# ---- design 1 ----
### Gate-type map, design 1

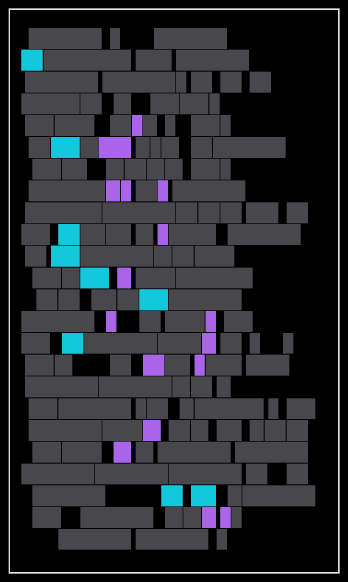

## config.mk

```make
export PLATFORM = sky130hd
export DESIGN_NAME = seq_step_ctrl
export DESIGN_NICKNAME = d
export VERILOG_FILES = /design/src/rtl/seq_step_ctrl.sv
export SDC_FILE = /design/constraint.sdc
export NUM_CORES = 1
export LEC_CHECK = 0
export ABC_CLOCK_PERIOD_IN_PS = 1840
export CORE_ASPECT_RATIO = 1.75
export CORE_UTILIZATION = 50
export DETAILED_ROUTE_END_ITERATION = 7
export PLACE_DENSITY = 0.86
export SLEW_MARGIN = 0
export SYNTH_ARGS = -nofsm -noshare
export SYNTH_HDL_FRONTEND = slang
export SYNTH_SLANG_ARGS = --single-unit
```

## constraint.sdc

```tcl
create_clock -name hz100 -period 1.84 [get_ports hz100]
set_input_delay 0.368 -clock hz100 [delete_from_list [all_inputs] [get_ports hz100]]
set_output_delay 0.368 -clock hz100 [all_outputs]
set_load 0.05 [all_outputs]
```

## src/rtl/seq_step_ctrl.sv

```systemverilog
// seq_step_ctrl: sequencing controller for a 3-bit decoder-based state datapath.
// Owns the state register q. It synchronizes the three push buttons and
// arbitrates between load, manual step and auto-run tick, with the priority
// load > run toggle > step. It also measures how many steps the sequence
// takes to return to the seed.
// Optional build macro: SEQ_HISTORY_EN adds a 4-entry history of prior states
// on the hist port. When the macro is undefined, the history flops and the
// port are absent.
module seq_step_ctrl #(
  parameter int         RATE_DIV    = 25,
  parameter int         SYNC_STAGES = 2,
  parameter logic [2:0] RESET_STATE = 3'b010
) (
  input  logic        hz100,
  input  logic        reset_n,
  input  logic        load_btn,
  input  logic        step_btn,
  input  logic        run_btn,
  input  logic [2:0]  seed,
  input  logic [2:0]  next_q,
  output logic [2:0]  q,
  output logic        step_pulse,
  output logic        running,
  output logic [3:0]  period,
  output logic        period_valid
`ifdef SEQ_HISTORY_EN
  ,
  output logic [11:0] hist
`endif
);

  typedef enum logic {
    ST_IDLE = 1'b0,
    ST_RUN  = 1'b1
  } state_t;

  localparam int            PW         = $clog2(RATE_DIV);
  localparam logic [PW-1:0] PRESC_LAST = PW'(RATE_DIV - 1);
  localparam logic [PW-1:0] PRESC_ONE  = PW'(1);

  // Button bundle bit order: {run, step, load}
  logic [2:0]    r_sync [SYNC_STAGES];
  logic [2:0]    r_prev;
  logic [2:0]    w_press;
  logic          w_load_press;
  logic          w_step_press;
  logic          w_run_press;

  state_t        r_state;
  logic          r_running;
  logic [PW-1:0] r_presc;
  logic [2:0]    r_q;
  logic [2:0]    r_seed_ref;
  logic [3:0]    r_count;
  logic [3:0]    r_period;
  logic          r_valid;
  logic          w_tick;
  logic          w_step_pulse;
  logic [3:0]    w_count_inc;

  // Synchronize the asynchronous buttons and keep one delayed copy for edge detection
  always_ff @(posedge hz100 or negedge reset_n) begin
    if (!reset_n) begin
      for (int i = 0; i < SYNC_STAGES; i++) r_sync[i] <= '0;
      r_prev <= '0;
    end else begin
      // NOTE: state uses non-blocking assignments so every flop samples pre-edge values.
      r_sync[0] <= {run_btn, step_btn, load_btn};
      for (int i = 1; i < SYNC_STAGES; i++) r_sync[i] <= r_sync[i-1];
      r_prev <= r_sync[SYNC_STAGES-1];
    end
  end

  // A held button produces exactly one pulse: the cycle after its synchronized rise
  assign w_press      = r_sync[SYNC_STAGES-1] & ~r_prev;
  assign w_load_press = w_press[0];
  assign w_step_press = w_press[1];
  assign w_run_press  = w_press[2];

  assign w_tick      = (r_state == ST_RUN) && (r_presc == PRESC_LAST);
  assign w_count_inc = (r_count == 4'd15) ? 4'd15 : r_count + 4'd1;

  // Decide whether a step commits this cycle; load and run presses swallow it
  always_comb begin
    // NOTE: default assignment first so no path leaves the signal unassigned (no latch).
    w_step_pulse = 1'b0;
    if (!w_load_press && !w_run_press)
      w_step_pulse = (r_state == ST_RUN) ? w_tick : w_step_press;
  end

  // Run/idle FSM with prescaler, state register and period measurement
  always_ff @(posedge hz100 or negedge reset_n) begin
    if (!reset_n) begin
      r_state    <= ST_IDLE;
      r_running  <= 1'b0;
      r_presc    <= '0;
      r_q        <= RESET_STATE;
      r_seed_ref <= RESET_STATE;
      r_count    <= '0;
      r_period   <= '0;
      r_valid    <= 1'b0;
    end else if (w_load_press) begin
      r_state    <= ST_IDLE;
      r_running  <= 1'b0;
      r_presc    <= '0;
      r_q        <= seed;
      r_seed_ref <= seed;
      r_count    <= '0;
      r_period   <= '0;
      r_valid    <= 1'b0;
    end else if (w_run_press) begin
      r_state   <= (r_state == ST_RUN) ? ST_IDLE : ST_RUN;
      r_running <= (r_state != ST_RUN);
      r_presc   <= '0;
    end else begin
      if (r_state == ST_RUN)
        r_presc <= w_tick ? '0 : r_presc + PRESC_ONE;
      if (w_step_pulse) begin
        r_q <= next_q;
        if (next_q == r_seed_ref) begin
          r_period <= w_count_inc;
          r_valid  <= 1'b1;
          r_count  <= '0;
        end else begin
          r_count <= w_count_inc;
        end
      end
    end
  end

  assign q            = r_q;
  assign step_pulse   = w_step_pulse;
  assign running      = r_running;
  assign period       = r_period;
  assign period_valid = r_valid;

`ifdef SEQ_HISTORY_EN
  logic [11:0] r_hist;

  // Shift the departing state into the history on every committed step
  always_ff @(posedge hz100 or negedge reset_n) begin
    if (!reset_n)           r_hist <= {4{RESET_STATE}};
    else if (w_load_press)  r_hist <= {4{seed}};
    else if (w_step_pulse)  r_hist <= {r_q, r_hist[11:3]};
  end

  assign hist = r_hist;
`endif

endmodule

```

# ---- design 2 ----
<file path="config.mk">
export PLATFORM = sky130hd
export DESIGN_NAME = mda_char_serializer
export DESIGN_NICKNAME = d
export VERILOG_FILES = /design/src/rtl/mda_pkg.sv /design/src/rtl/mda_blink_counter.sv /design/src/rtl/mda_char_serializer.sv
export SDC_FILE = /design/constraint.sdc
export NUM_CORES = 1
export LEC_CHECK = 0
export ABC_AREA = 1
export CAP_MARGIN = 20
export CORE_MARGIN = 2
export CORE_UTILIZATION = 44
export DETAILED_ROUTE_END_ITERATION = 10
export PLACE_DENSITY = 0.74
export SYNTH_ARGS = -nofsm -noshare
export SYNTH_HDL_FRONTEND = slang
export SYNTH_SLANG_ARGS = --single-unit
</file>
<file path="constraint.sdc">
create_clock -name clk -period 1.23 [get_ports clk]
set_input_delay 0.246 -clock clk [delete_from_list [all_inputs] [get_ports clk]]
set_output_delay 0.246 -clock clk [all_outputs]
set_load 0.01 [all_outputs]
</file>
<file path="src/rtl/mda_pkg.sv">
// Shared constants for the MDA character path: cell width, attribute field
// masks, box-drawing code range and frame-counter bit positions.
package mda_pkg;

  localparam int CHAR_WIDTH_DEF = 9;
  localparam int BLINK_BITS_DEF = 5;

  localparam logic [2:0] FG_MASK = 3'b111;
  localparam logic [2:0] REV_BG  = 3'b111;
  localparam logic [2:0] UL_FG   = 3'b001;

  localparam logic [7:0] BOX_LO = 8'hC0;
  localparam logic [7:0] BOX_HI = 8'hDF;

  localparam int CUR_BIT = 3;
  localparam int CHR_BIT = 4;

  // Box-drawing glyphs replicate their rightmost font column into column 8.
  function automatic logic is_box(input logic [7:0] code);
    return (code >= BOX_LO) && (code <= BOX_HI);
  endfunction

endpackage

</file>
<file path="src/rtl/mda_blink_counter.sv">
// Frame counter advanced on every vsync rising edge; its upper bits pace the
// cursor flash (fast) and character blink (slow).
module mda_blink_counter
  import mda_pkg::*;
#(
  parameter int BLINK_BITS = BLINK_BITS_DEF
) (
  input  logic clk,
  input  logic reset,
  input  logic vsync_in,
  output logic cur_on,
  output logic blink_on
);

  logic [BLINK_BITS-1:0] cnt;
  logic                  vsync_d;

  // Edge detect runs every clk so a vsync pulse is never missed between pix_ce.
  always_ff @(posedge clk) begin
    if (reset) begin
      cnt     <= '0;
      vsync_d <= 1'b0;
    end else begin
      vsync_d <= vsync_in;
      if (vsync_in && !vsync_d) cnt <= cnt + 1'b1;
    end
  end

  assign cur_on   = cnt[CUR_BIT];
  assign blink_on = cnt[CHR_BIT];

endmodule

</file>
<file path="src/rtl/mda_char_serializer.sv">
// Serializes one MDA character cell per char_load into CHAR_WIDTH pixels and
// applies the attribute rules; two pix_ce stages keep sync/de pixel-aligned.
module mda_char_serializer
  import mda_pkg::*;
#(
  parameter int CHAR_WIDTH = CHAR_WIDTH_DEF,
  parameter int BLINK_BITS = BLINK_BITS_DEF
) (
  input  logic       clk,
  input  logic       reset,
  input  logic       pix_ce,
  input  logic       char_load,
  input  logic [7:0] font_row,
  input  logic [7:0] char_code,
  input  logic [7:0] attr,
  input  logic       cursor_in,
  input  logic       ul_row,
  input  logic       blink_enable,
  input  logic       hsync_in,
  input  logic       vsync_in,
  input  logic       de_in,
  output logic       video,
  output logic       intensity,
  output logic       hsync,
  output logic       vsync,
  output logic       display_enable
);

  localparam int              COL_W    = $clog2(CHAR_WIDTH);
  localparam logic [COL_W-1:0] COL_LAST = COL_W'(CHAR_WIDTH - 1);

  logic                  cur_on;
  logic                  blink_on;

  logic [CHAR_WIDTH-1:0] shreg_p0;
  logic [COL_W-1:0]      col_p0;
  logic                  live_p0;
  logic                  hsync_p0;
  logic                  vsync_p0;
  logic                  de_p0;
  logic [7:0]            attr_p0;
  logic                  cursor_p0;
  logic                  ul_p0;
  logic                  cur_on_p0;
  logic                  blink_on_p0;

  logic [CHAR_WIDTH-1:0] load_val;
  logic                  video_c;
  logic                  intensity_c;

  mda_blink_counter #(
    .BLINK_BITS(BLINK_BITS)
  ) u_blink (
    .clk     (clk),
    .reset   (reset),
    .vsync_in(vsync_in),
    .cur_on  (cur_on),
    .blink_on(blink_on)
  );

  function automatic logic cell_video(
    input logic       p,
    input logic [7:0] a,
    input logic       ul,
    input logic       cursor,
    input logic       cur_flash,
    input logic       blink_phase,
    input logic       blink_en
  );
    logic fg;
    logic blank;
    logic rev;
    logic v;
    blank = ((a[2:0] & FG_MASK) == 3'b000) && (a[6:4] != REV_BG);
    rev   = (a[6:4] == REV_BG) && ((a[2:0] & FG_MASK) == 3'b000);
    if (blank)    fg = 1'b0;
    else if (rev) fg = p;
    else          fg = p | (((a[2:0] & FG_MASK) == UL_FG) & ul);
    if (blink_en && a[7] && !blink_phase) fg = 1'b0;
    v = rev ? ~fg : fg;
    if (cursor && cur_flash) v = 1'b1;
    return v;
  endfunction

  always_comb begin
    load_val                 = '0;
    load_val[CHAR_WIDTH-1 -: 8] = font_row;
    load_val[CHAR_WIDTH-9]   = is_box(char_code) & font_row[0];
  end

  // Stage 1: cell capture / shift and timing capture
  always_ff @(posedge clk) begin
    if (reset) begin
      shreg_p0 <= '0;
      col_p0   <= '0;
      live_p0  <= 1'b0;
      hsync_p0 <= 1'b0;
      vsync_p0 <= 1'b0;
      de_p0    <= 1'b0;
    end else if (pix_ce) begin
      hsync_p0 <= hsync_in;
      vsync_p0 <= vsync_in;
      de_p0    <= de_in;
      if (char_load) begin
        shreg_p0 <= load_val;
        col_p0   <= '0;
        live_p0  <= 1'b1;
      end else begin
        shreg_p0 <= {shreg_p0[CHAR_WIDTH-2:0], 1'b0};
        if (col_p0 == COL_LAST) live_p0 <= 1'b0;
        else                    col_p0  <= col_p0 + 1'b1;
      end
    end
  end

  // Counter phase is captured at load so a coincident vsync edge takes effect next cell.
  always_ff @(posedge clk) begin
    if (pix_ce && char_load) begin
      attr_p0     <= attr;
      cursor_p0   <= cursor_in;
      ul_p0       <= ul_row;
      cur_on_p0   <= cur_on;
      blink_on_p0 <= blink_on;
    end
  end

  always_comb begin
    video_c     = de_p0 & live_p0 &
                  cell_video(shreg_p0[CHAR_WIDTH-1], attr_p0, ul_p0, cursor_p0,
                             cur_on_p0, blink_on_p0, blink_enable);
    intensity_c = video_c & attr_p0[3];
  end

  // Stage 2: registered pixel and timing outputs
  always_ff @(posedge clk) begin
    if (reset) begin
      video          <= 1'b0;
      intensity      <= 1'b0;
      hsync          <= 1'b0;
      vsync          <= 1'b0;
      display_enable <= 1'b0;
    end else if (pix_ce) begin
      video          <= video_c;
      intensity      <= intensity_c;
      hsync          <= hsync_p0;
      vsync          <= vsync_p0;
      display_enable <= de_p0;
    end
  end

endmodule

</file>

==> gallery <==
Wire density map.
shot_01.png
13 x 13 tiles, from white (low) to dark blue (high), scaled to the fullest tile. Values are wire area over tile area, all layers added.
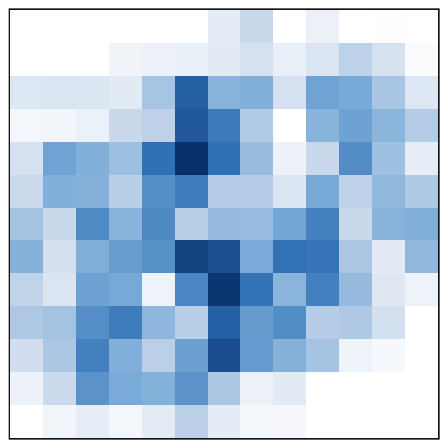
shot_02.png
8 x 14 tiles, from white (low) to dark blue (high), scaled to the fullest tile. Values are wire area over tile area, all layers added.
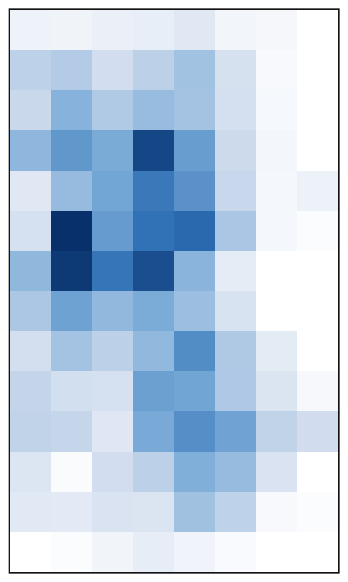
| picture | from |
|---|---|
| shot_01.png | design 2 |
| shot_02.png | design 1 |

Key to shot_02.png:
mean over tiles: 0.15
fullest tile: 0.56
densest ninth of the die: center

### Clock wiring as the flow saved it, design 2

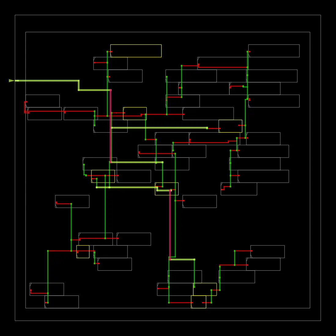
Sink Count: 40
cts bufs inserted: 5
Clock group: 1.09 mW
Flops: 40

==> run summary, design 2 <==
leakage = 0.9825 nW
main flop type = dfxtp_1
First-pass DRT Iterations = 4
Yosys cell types = 31
core footprint = 0.003689 mm^2
Crit Path Class = in2reg
via count = 1,344
Final Cell Area = 0.002340 mm^2
total tool warning count = 33
initial antenna violation count = 0
Commonest cells post-synth = nand2_1 (32), dfxtp_1 (28), inv_1 (18)
final slew viol count = 0
Detailed Route Iter0 Violations = 68
syn avg cell area = 9.268 um^2
Top cells by area = dfxtp_1 (33%), edfxtp_1 (21%), nand2_1 (7.0%)
WL met2 = 1486 um
Buffers on Ports = 33
worst r2r dst = col_p0[3]
CP Cell Sequence = clkdlybuf4s50_1 > buf_4 > nand2_4 > inv_2 > buf_12
count of library flops with an enable pin = 12
slowest stage delay, CP = 460 ps
outcome = completed
### Pin placement, design 1

Bar = 10 um. Pins as bars across the die edge, other pins in gray.
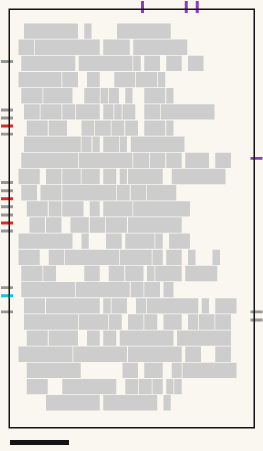
[seed] red | pins: 3 | direction: input | edge: left
[step_btn] cyan | pins: 1 | direction: input | edge: left
[period] purple | pins: 4 | direction: output | edge: 3 top, 1 right
all pins by edge: 15 left, 3 top, 3 right
Buffers on Ports: 20
Die Width: 40.97 um
Die Height: 70.20 um

### Layout detail, design 1

Bar = 5 um. Window x 10 to 30, y 39 to 59 um. Cells in gray, sequential cells in the stronger gray; small squares are vias.
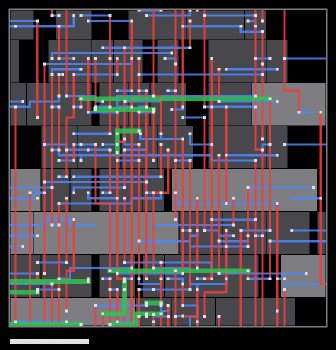
[M3] green
[M1] blue
[M2] red
cells with their middle in the window: 41
sequential cells in the window: 4
netlist names of flops here include: r_count (3), period (1)

## Picture notes: 'Gate-type map' of design 1
[non-inverting ao/oa cells] cyan | cells: 9
[nor cells] purple | cells: 16
Comb/total area: 32.20%
Commonest Layout Cell: dfrtp_1
Post-Layout Cell Count: 179

==> run summary, design 1 <==
outcome = finished with violations
violations in the final reports = setup timing
Commonest cells post-synth = dfrtp_1 (28), nand2_1 (10), nor2_1 (9)
combinational power = 394 uW
pwr dens = 1027 mW/mm^2
period utilisation layout = 106.2%
# Taps = 26
Overall Global Routing Usage = 24.46%
RR Startpoint = r_presc[0]
Final WS setup = -113.8 ps
R2R depth = 8
flop share of the area = 42.58%
Peak VDD IR = 1014 uV
most flop-heavy register = r_sync
Largest regs = r_sync: 6 flops, r_presc: 5 flops
drt wl/cell = 15.52 um
cts bufs inserted = 5
Post-CTS Setup Bufs = 4
Final Cell Area = 0.001772 mm^2
CP Launch Point = r_presc[0]
Setup-failing EPs final = 3
worst r2r dst = r_count[0]
via count = 1,044
CP Cell Sequence = inv_1 > ha_2 > nand4b_4 > mux2_4 > nor2_4 > buf_12
WP depth = 6
met3 layer usage reported by global route = 5.714%
Yosys cell types = 35
Worst Path Max Fanout = 2
share of layout cells above drive strength 1 = 26.80%
CTS Hold Bufs = 0
ClkCell Share = 6.427%
FP Core Util = 53.31%
Net Switching = 523.1 uW
Largest register FFs = 6
Period minus WS final = 1954 ps
cell class ranked first by area = registers
Yosys chip area = 0.001329 mm^2
Reg power frac = 42.5%
top sig layer = met4
multi-input logic area = 570.5 um^2

No activity file was given, so power comes from the tool's default toggle rates.
